# rd_empty_gen

### config.mk
export PLATFORM = sky130hd
export DESIGN_NAME = rd_empty_gen
export DESIGN_NICKNAME = d
export VERILOG_FILES = /design/src/rtl/rd_empty_gen.sv
export SDC_FILE = /design/constraint.sdc
export NUM_CORES = 1
export LEC_CHECK = 0
export ABC_CLOCK_PERIOD_IN_PS = 3350
export CORE_MARGIN = 2
export CORE_UTILIZATION = 43
export CTS_CLUSTER_SIZE = 16
export DETAILED_ROUTE_END_ITERATION = 12
export PLACE_DENSITY = 0.82
export SLEW_MARGIN = 15
export SYNTH_ARGS = -nofsm -noshare
export SYNTH_HDL_FRONTEND = slang
export SYNTH_SLANG_ARGS = --single-unit
### constraint.sdc
create_clock -name clk -period 3.35 [get_ports clk]
set_input_delay 0.67 -clock clk [delete_from_list [all_inputs] [get_ports clk]]
set_output_delay 0.67 -clock clk [all_outputs]
set_load 0.005 [all_outputs]
### src/rtl/rd_empty_gen.sv
// Read-side empty/level generator for an async FIFO: synchronizes the write gray pointer and registers empty, almost_empty, level and sticky underflow.
// Write-pointer changes reach the flags P_SYNC_STAGES+1 cycles later; accepted reads reach them on the next edge. rd_inc blocks reads while empty.
module rd_empty_gen #(
  parameter int P_NUM_BITS    = 5,
  parameter int P_SYNC_STAGES = 2,
  parameter int P_AE_THRESH   = 2
) (
  input  logic                  clk,
  input  logic                  rst,
  input  logic [P_NUM_BITS-1:0] wr_gry_ptr,
  input  logic                  rd_en,
  input  logic [P_NUM_BITS-1:0] rd_bin_next,
  output logic                  rd_inc,
  output logic                  empty,
  output logic                  almost_empty,
  output logic [P_NUM_BITS-1:0] rd_level,
  output logic [P_NUM_BITS-1:0] wr_gry_sync,
  output logic                  underflow
);

  localparam logic [P_NUM_BITS-1:0] AE_THRESH = P_AE_THRESH[P_NUM_BITS-1:0];

  logic [P_NUM_BITS-1:0] sync_q [P_SYNC_STAGES];
  logic [P_NUM_BITS-1:0] wr_bin;
  logic [P_NUM_BITS-1:0] rd_gry_next;
  logic [P_NUM_BITS-1:0] level_d, level_q;
  logic                  empty_d, empty_q;
  logic                  ae_d, ae_q;
  logic                  underflow_d, underflow_q;

  // Binary bit i is the XOR of gray bits i..MSB, same result as the MSB-down chain.
  always_comb begin
    wr_bin = '0;
    for (int i = 0; i < P_NUM_BITS; i++) begin
      wr_bin[i] = ^(sync_q[P_SYNC_STAGES-1] >> i);
    end
  end

  always_comb begin
    rd_gry_next = rd_bin_next ^ (rd_bin_next >> 1);
    empty_d     = (rd_gry_next == sync_q[P_SYNC_STAGES-1]);
    level_d     = wr_bin - rd_bin_next;
    ae_d        = (level_d <= AE_THRESH);
    underflow_d = underflow_q | (rd_en & empty_q);
  end

  always_ff @(posedge clk) begin
    if (rst) begin
      for (int i = 0; i < P_SYNC_STAGES; i++) begin
        sync_q[i] <= '0;
      end
      empty_q     <= 1'b1;
      ae_q        <= 1'b1;
      level_q     <= '0;
      underflow_q <= 1'b0;
    end else begin
      sync_q[0] <= wr_gry_ptr;
      for (int i = 1; i < P_SYNC_STAGES; i++) begin
        sync_q[i] <= sync_q[i-1];
      end
      empty_q     <= empty_d;
      ae_q        <= ae_d;
      level_q     <= level_d;
      underflow_q <= underflow_d;
    end
  end

  assign rd_inc       = rd_en & ~empty_q;
  assign empty        = empty_q;
  assign almost_empty = ae_q;
  assign rd_level     = level_q;
  assign wr_gry_sync  = sync_q[P_SYNC_STAGES-1];
  assign underflow    = underflow_q;

endmodule

# calc_op_sequencer

File: src/rtl/calc_op_sequencer.sv
// -----------------------------------------------------------------------------
// calc_op_sequencer
//
// Command-level controller for the calculator datapath.
// - It accepts one operation (opcode plus two operands) per cmd valid/ready
//   handshake.
// - It drives the opcode and operands onto the decoder/ALU buses and holds
//   alu_en high for the opcode's execution latency.
// - It then captures the ALU result and presents it on a res valid/ready port.
//
// Ports:
//   clk         in   system clock, rising edge
//   rst_n       in   asynchronous active-low reset
//   cmd_valid   in   command present
//   cmd_ready   out  sequencer can accept a command (IDLE only)
//   cmd_op      in   4-bit opcode
//   cmd_a/b     in   operands
//   alu_op      out  opcode to decoder, stable from accept to next accept
//   alu_en      out  high during the execution window
//   alu_a/b     out  registered operands to ALU
//   alu_result  in   ALU result, sampled on the final execution cycle
//   res_valid   out  result available (DONE)
//   res_ready   in   consumer accepts result
//   res_data    out  captured result
//   res_err     out  divide-by-zero fault flag for this result
//   op_count    out  results handed off, wraps modulo 2^16
//
// All outputs are registered.
// -----------------------------------------------------------------------------
module calc_op_sequencer #(
    parameter int          WIDTH      = 16,
    parameter int          MULTI_LAT  = 4,
    parameter logic [15:0] MULTI_MASK = 16'h0030,
    parameter logic [15:0] DIVZ_MASK  = 16'h0020
) (
    input  logic             clk,
    input  logic             rst_n,
    input  logic             cmd_valid,
    output logic             cmd_ready,
    input  logic [3:0]       cmd_op,
    input  logic [WIDTH-1:0] cmd_a,
    input  logic [WIDTH-1:0] cmd_b,
    output logic [3:0]       alu_op,
    output logic             alu_en,
    output logic [WIDTH-1:0] alu_a,
    output logic [WIDTH-1:0] alu_b,
    input  logic [WIDTH-1:0] alu_result,
    output logic             res_valid,
    input  logic             res_ready,
    output logic [WIDTH-1:0] res_data,
    output logic             res_err,
    output logic [15:0]      op_count
);

    typedef enum logic [1:0] {
        IDLE = 2'd0,
        EXEC = 2'd1,
        DONE = 2'd2
    } state_t;

    localparam logic [3:0] MULTI_CNT = 4'(MULTI_LAT - 1);

    state_t     state_r;
    logic [3:0] cnt_r;
    // Marks a divide-by-zero command. Such a command spends one silent cycle
    // (alu_en low) before DONE, so its result still appears one cycle after accept.
    logic       fault_r;

    logic accept_s;
    logic is_fault_s;
    logic is_multi_s;

    // Accept qualification and per-opcode classification of the incoming command
    always_comb begin
        accept_s   = 1'b0;
        is_fault_s = 1'b0;
        is_multi_s = 1'b0;
        if (state_r == IDLE) begin
            accept_s = cmd_valid & cmd_ready;
        end else begin
            accept_s = 1'b0;
        end
        is_fault_s = DIVZ_MASK[cmd_op] & (cmd_b == {WIDTH{1'b0}});
        is_multi_s = MULTI_MASK[cmd_op];
    end

    // Sequencer FSM with all outputs registered
    always_ff @(posedge clk or negedge rst_n) begin
        if (!rst_n) begin
            state_r   <= IDLE;
            cnt_r     <= 4'd0;
            fault_r   <= 1'b0;
            cmd_ready <= 1'b1;
            alu_op    <= 4'd0;
            alu_en    <= 1'b0;
            alu_a     <= {WIDTH{1'b0}};
            alu_b     <= {WIDTH{1'b0}};
            res_valid <= 1'b0;
            res_data  <= {WIDTH{1'b0}};
            res_err   <= 1'b0;
            op_count  <= 16'd0;
        end else begin
            case (state_r)
                IDLE: begin
                    if (accept_s) begin
                        alu_op    <= cmd_op;
                        alu_a     <= cmd_a;
                        alu_b     <= cmd_b;
                        cmd_ready <= 1'b0;
                        state_r   <= EXEC;
                        if (is_fault_s) begin
                            // The ALU is never enabled for a faulting command
                            fault_r <= 1'b1;
                            alu_en  <= 1'b0;
                            cnt_r   <= 4'd0;
                        end else begin
                            fault_r <= 1'b0;
                            alu_en  <= 1'b1;
                            cnt_r   <= is_multi_s ? MULTI_CNT : 4'd0;
                        end
                    end else begin
                        cmd_ready <= 1'b1;
                    end
                end
                EXEC: begin
                    if (cnt_r == 4'd0) begin
                        // Final execution cycle: alu_result is sampled now
                        alu_en    <= 1'b0;
                        res_valid <= 1'b1;
                        state_r   <= DONE;
                        if (fault_r) begin
                            res_data <= {WIDTH{1'b0}};
                            res_err  <= 1'b1;
                        end else begin
                            res_data <= alu_result;
                            res_err  <= 1'b0;
                        end
                    end else begin
                        cnt_r <= cnt_r - 4'd1;
                    end
                end
                DONE: begin
                    if (res_ready) begin
                        res_valid <= 1'b0;
                        op_count  <= op_count + 16'd1;
                        cmd_ready <= 1'b1;
                        state_r   <= IDLE;
                    end else begin
                        res_valid <= 1'b1;
                    end
                end
                default: begin
                    // Unreachable encoding: fall back to a safe idle
                    state_r   <= IDLE;
                    alu_en    <= 1'b0;
                    res_valid <= 1'b0;
                    cmd_ready <= 1'b1;
                end
            endcase
        end
    end

endmodule

File: config.mk
export PLATFORM = sky130hd
export DESIGN_NAME = calc_op_sequencer
export DESIGN_NICKNAME = d
export VERILOG_FILES = /design/src/rtl/calc_op_sequencer.sv
export SDC_FILE = /design/constraint.sdc
export NUM_CORES = 1
export LEC_CHECK = 0
export CAP_MARGIN = 10
export CORE_AREA = 2 2 79 100
export DETAILED_ROUTE_END_ITERATION = 10
export DIE_AREA = 0 0 81 102
export GPL_TIMING_DRIVEN = 0
export HOLD_SLACK_MARGIN = 0.15
export PLACE_DENSITY = 0.84
export SLEW_MARGIN = 20
export SYNTH_ARGS = -nofsm -noshare
export SYNTH_HDL_FRONTEND = slang
export SYNTH_SLANG_ARGS = --single-unit
File: constraint.sdc
create_clock -name clk -period 4.3 [get_ports clk]
set_input_delay 0.86 -clock clk [delete_from_list [all_inputs] [get_ports clk]]
set_output_delay 0.86 -clock clk [all_outputs]
set_load 0.01 [all_outputs]

## Gallery

Placed standard cells.
Plate I
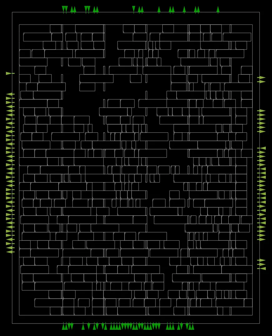
Plate II
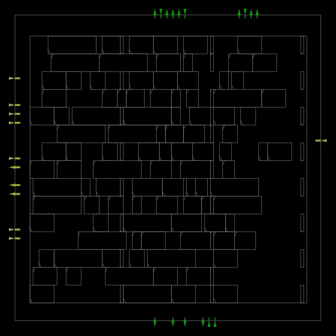
rd_empty_gen -> Plate II
calc_op_sequencer -> Plate I

==> rd_empty_gen/power_grid.png <==
Drawn at 8 px/um. Pins as bars on the die edge.
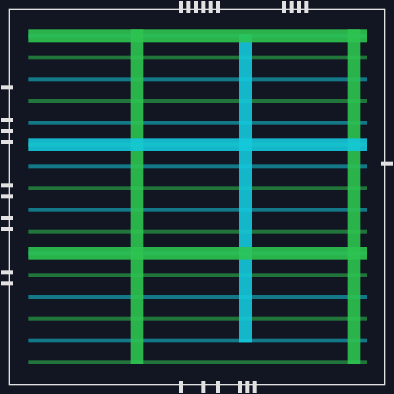
[cyan] VDD
[green] VSS
met1 rails: 16
rows: 15
signal pins: 27

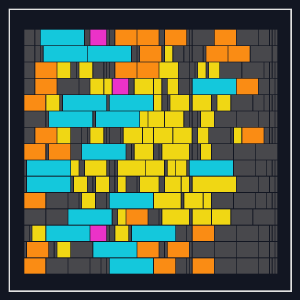
(rd_empty_gen/placement_by_type.png)
Drawn at 6 px/um. Fill, decap, tap and diode cells in gray.
[magenta] clock drivers | cells: 3 | share of their area: 2.2%
[yellow] combinational and other logic | cells: 55 | share of their area: 37%
[cyan] flops | cells: 18 | share of their area: 35%
[orange] other buffers and delay cells | cells: 26 | share of their area: 25%
Finished Cell Area: 1060 um^2
total core area: 1730 um^2
flop share of the area: 0.340
Final Util: 0.613
num rows: 15

==> flow_summary.toml, rd_empty_gen <==
# implementation run metrics
[logic_synthesis]
yosys_warnings = 0
netlist_area_um2 = 786
synthFlopType = "dfxtp_1"
postSynthNetCount = 97
ys_async_sr_fraction = 0
yosys.area.top_type_share = 0.459
mux_share = 0
top_logic_kind = "simple AND/OR/NAND/NOR gates"
yosysTopAreaCell = "dfxtp_1"
edf_count = 0

[power]
clkPwrFrac = 0.215
p_comb_mw = 0.135
p_switching_mw = 0.125
p_int_mw = 0.356
vdd_drop_max_mv = 0.317
seq_power_share = 0.505

[worst_setup_path]
path_cells = "xor2_1, xor2_1, xor2_1, xnor2_1, ha_1, inv_1, fa_1, a21o_1, a21oi_1, xnor2_1, a41o_1"
worst_ep_required_time_ns = 3.54
slowest_delay_ns = 0.43
worstReg2RegStart = "sync_q[0][9]$_SDFF_PP0_"
crit_type = "flop to flop"
cp_num_cells = 11
cp_data_arrival_time_ns = 3.13
critPathMostFrequentCell = "xor2_1"
cp_max_fo = 5
r2r_end = "almost_empty$_SDFF_PP1_"
cp-end-kind = "flop"
ff2ff_path_depth = 11
r2r_slack_ns = 0.41

[timing]
tightest_slew_ns = 0.565
relSlewSlack = 0.622
hold_viol = 0
fin_setup_tns_ns = 0
final_max_slew_viol_count = 0
finalSetupViolCount = 0
fmax_mhz = 340

[place]
gp_congestion = 0.721

[cts]
clock.latency.late_pin_ns = 0.29
ctsResizeCount = 0
cts_root_buffer = "clkbuf_4"
ctsHoldBuffers = 0

[layout]
comb_share = 0.349
ff_count = 18
clkCellAreaFrac = 0.0213
clockBufferCount = 3
largest-register = "sync_q"
nonClkBufAreaFrac = 0.246
fin_cells = 127
fill_cells = 167
ff_latch_area_um2 = 360

[hold_path]
hold_depth = 1
min_to = "sync_q[0][6]$_SDFF_PP0_"

[die]
boundaryPins = 27
die_x_um = 46.7
die-height_um = 46.7

[status]
status = "finished clean"

[job]
drv_cap = 0

[grt]
grt_use_total = 0.151
grt.met2_usage = 0.264
busiest_layer = "met2"
grt_overflow_total = 0
antenna_found_initial = 0
grtUsageMet3 = 0.0231
grt_pass1_wl_um = 2270
grt_pass1_vias = 565

[detailed_routing]
drt-initial-drc-count = 9
dr.pass1.iters = 4
topRoutingLayerUsed = "met4"
[rd_empty_gen: cells in the final DEF, fill, tap and decap left out, drive strengths merged]
cell type	count
clkdlybuf4s50	26
dfxtp	18
nor2b	12
xnor2	8
nor2	6
xor2	5
inv	4
ha	4
nand2	3
a21oi	3
clkbuf	3
nand2b	2
nor3	1
nand3	1
o21ai	1
a31o	1
nand3b	1
a21o	1
a41o	1
fa	1
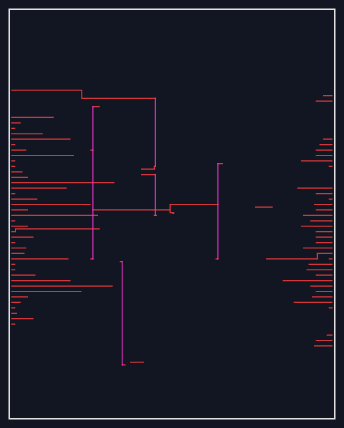
(calc_op_sequencer/wires.png)
Drawn at 4 px/um. Two of the layers only.
[red] metal 3 | wire length: 544 um
[magenta] metal 4 | wire length: 115 um
via count: 2570
WL final: 7400 um
GRT Overall Usage: 0.193

==> flow_summary.toml, calc_op_sequencer <==
# implementation run metrics
[logic_synthesis]
ys_ff = 79
top_cells_by_count = "dfrtp_1 (78), mux2_2 (40), nand2_1 (31), nand2b_1 (18), o21ai_0 (17)"
synth_area_per_cell_um2 = 12.2
synth.distinct_cells = 34
ys_cells = 277
ys_sh_aoi = 0.0523
simple_gate_share = 0.138
ys_async_sr_fraction = 1.00

[place]
post-place-ws_ns = 1.60
place_area_um2 = 4780
io_buffers = 127

[grt]
grt_pass1_wl_um = 12400

[worst_setup_path]
cp_num_cells = 5
cp-end-kind = "flop"
setup.worst_path.end = "op_count[13]$_DFFE_PN0P_"
crit_type = "primary input to flop"
worst_ep_required_time_ns = 4.53

[layout]
nNonClkBuffers = 137
clockBufferCount = 10
post-route-util = 0.690

[power]
clkPwrFrac = 0.192
powerClk_mw = 0.618
seq_power_share = 0.375
pg_seq_mw = 1.21
p_int_mw = 2.21
sw_frac_of_total = 0.313

[timing]
fmax_mhz = 432
fin_setup_tns_ns = 0

[cts]
cts_tree = "done"
cts_max_level = 3
cts_setup_buffers = 0

[detailed_routing]
ant_nets = 0

[job]
tool_warnings = 30

[status]
status = "finished clean"

[hold_path]
hold_path_class = "primary input to async pin"
calc_op_sequencer: metal layers:
metal,GRT usage,wire length (um)
met5,0,0
met4,0.0795,114
met3,0.0557,544
met2,0.330,3750
met1,0.227,2990
calc_op_sequencer: registers in the layout, summed over array words and instances, names as in the netlist:
signal     cells
res_valid      1
res_err        1
cmd_ready      1
state_r        2
alu_en         1
alu_a         16
cnt_r          4
res_data      16
op_count      16
fault_r        1
alu_op         4
alu_b         16


## Gallery

Routed clock nets over the placement.
(a)
Drawn at 6 px/um.
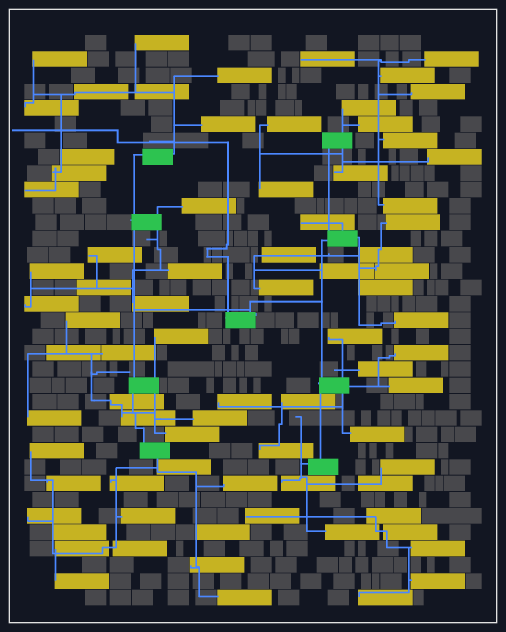
(b)
Drawn at 12 px/um.
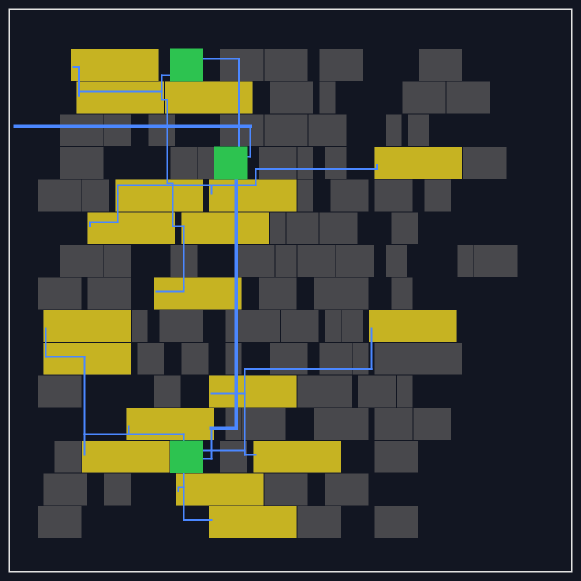
Of these, largest die: (a)
Of these, most sequential cells: (a)
(a) is calc_op_sequencer.
(b) is rd_empty_gen.

Key to (a):
[blue] clock wires | length: 927 um
[yellow] flip-flops | count: 79
[green] clock drivers | count: 9
flops lie: widely spread
routed clock nets: 10

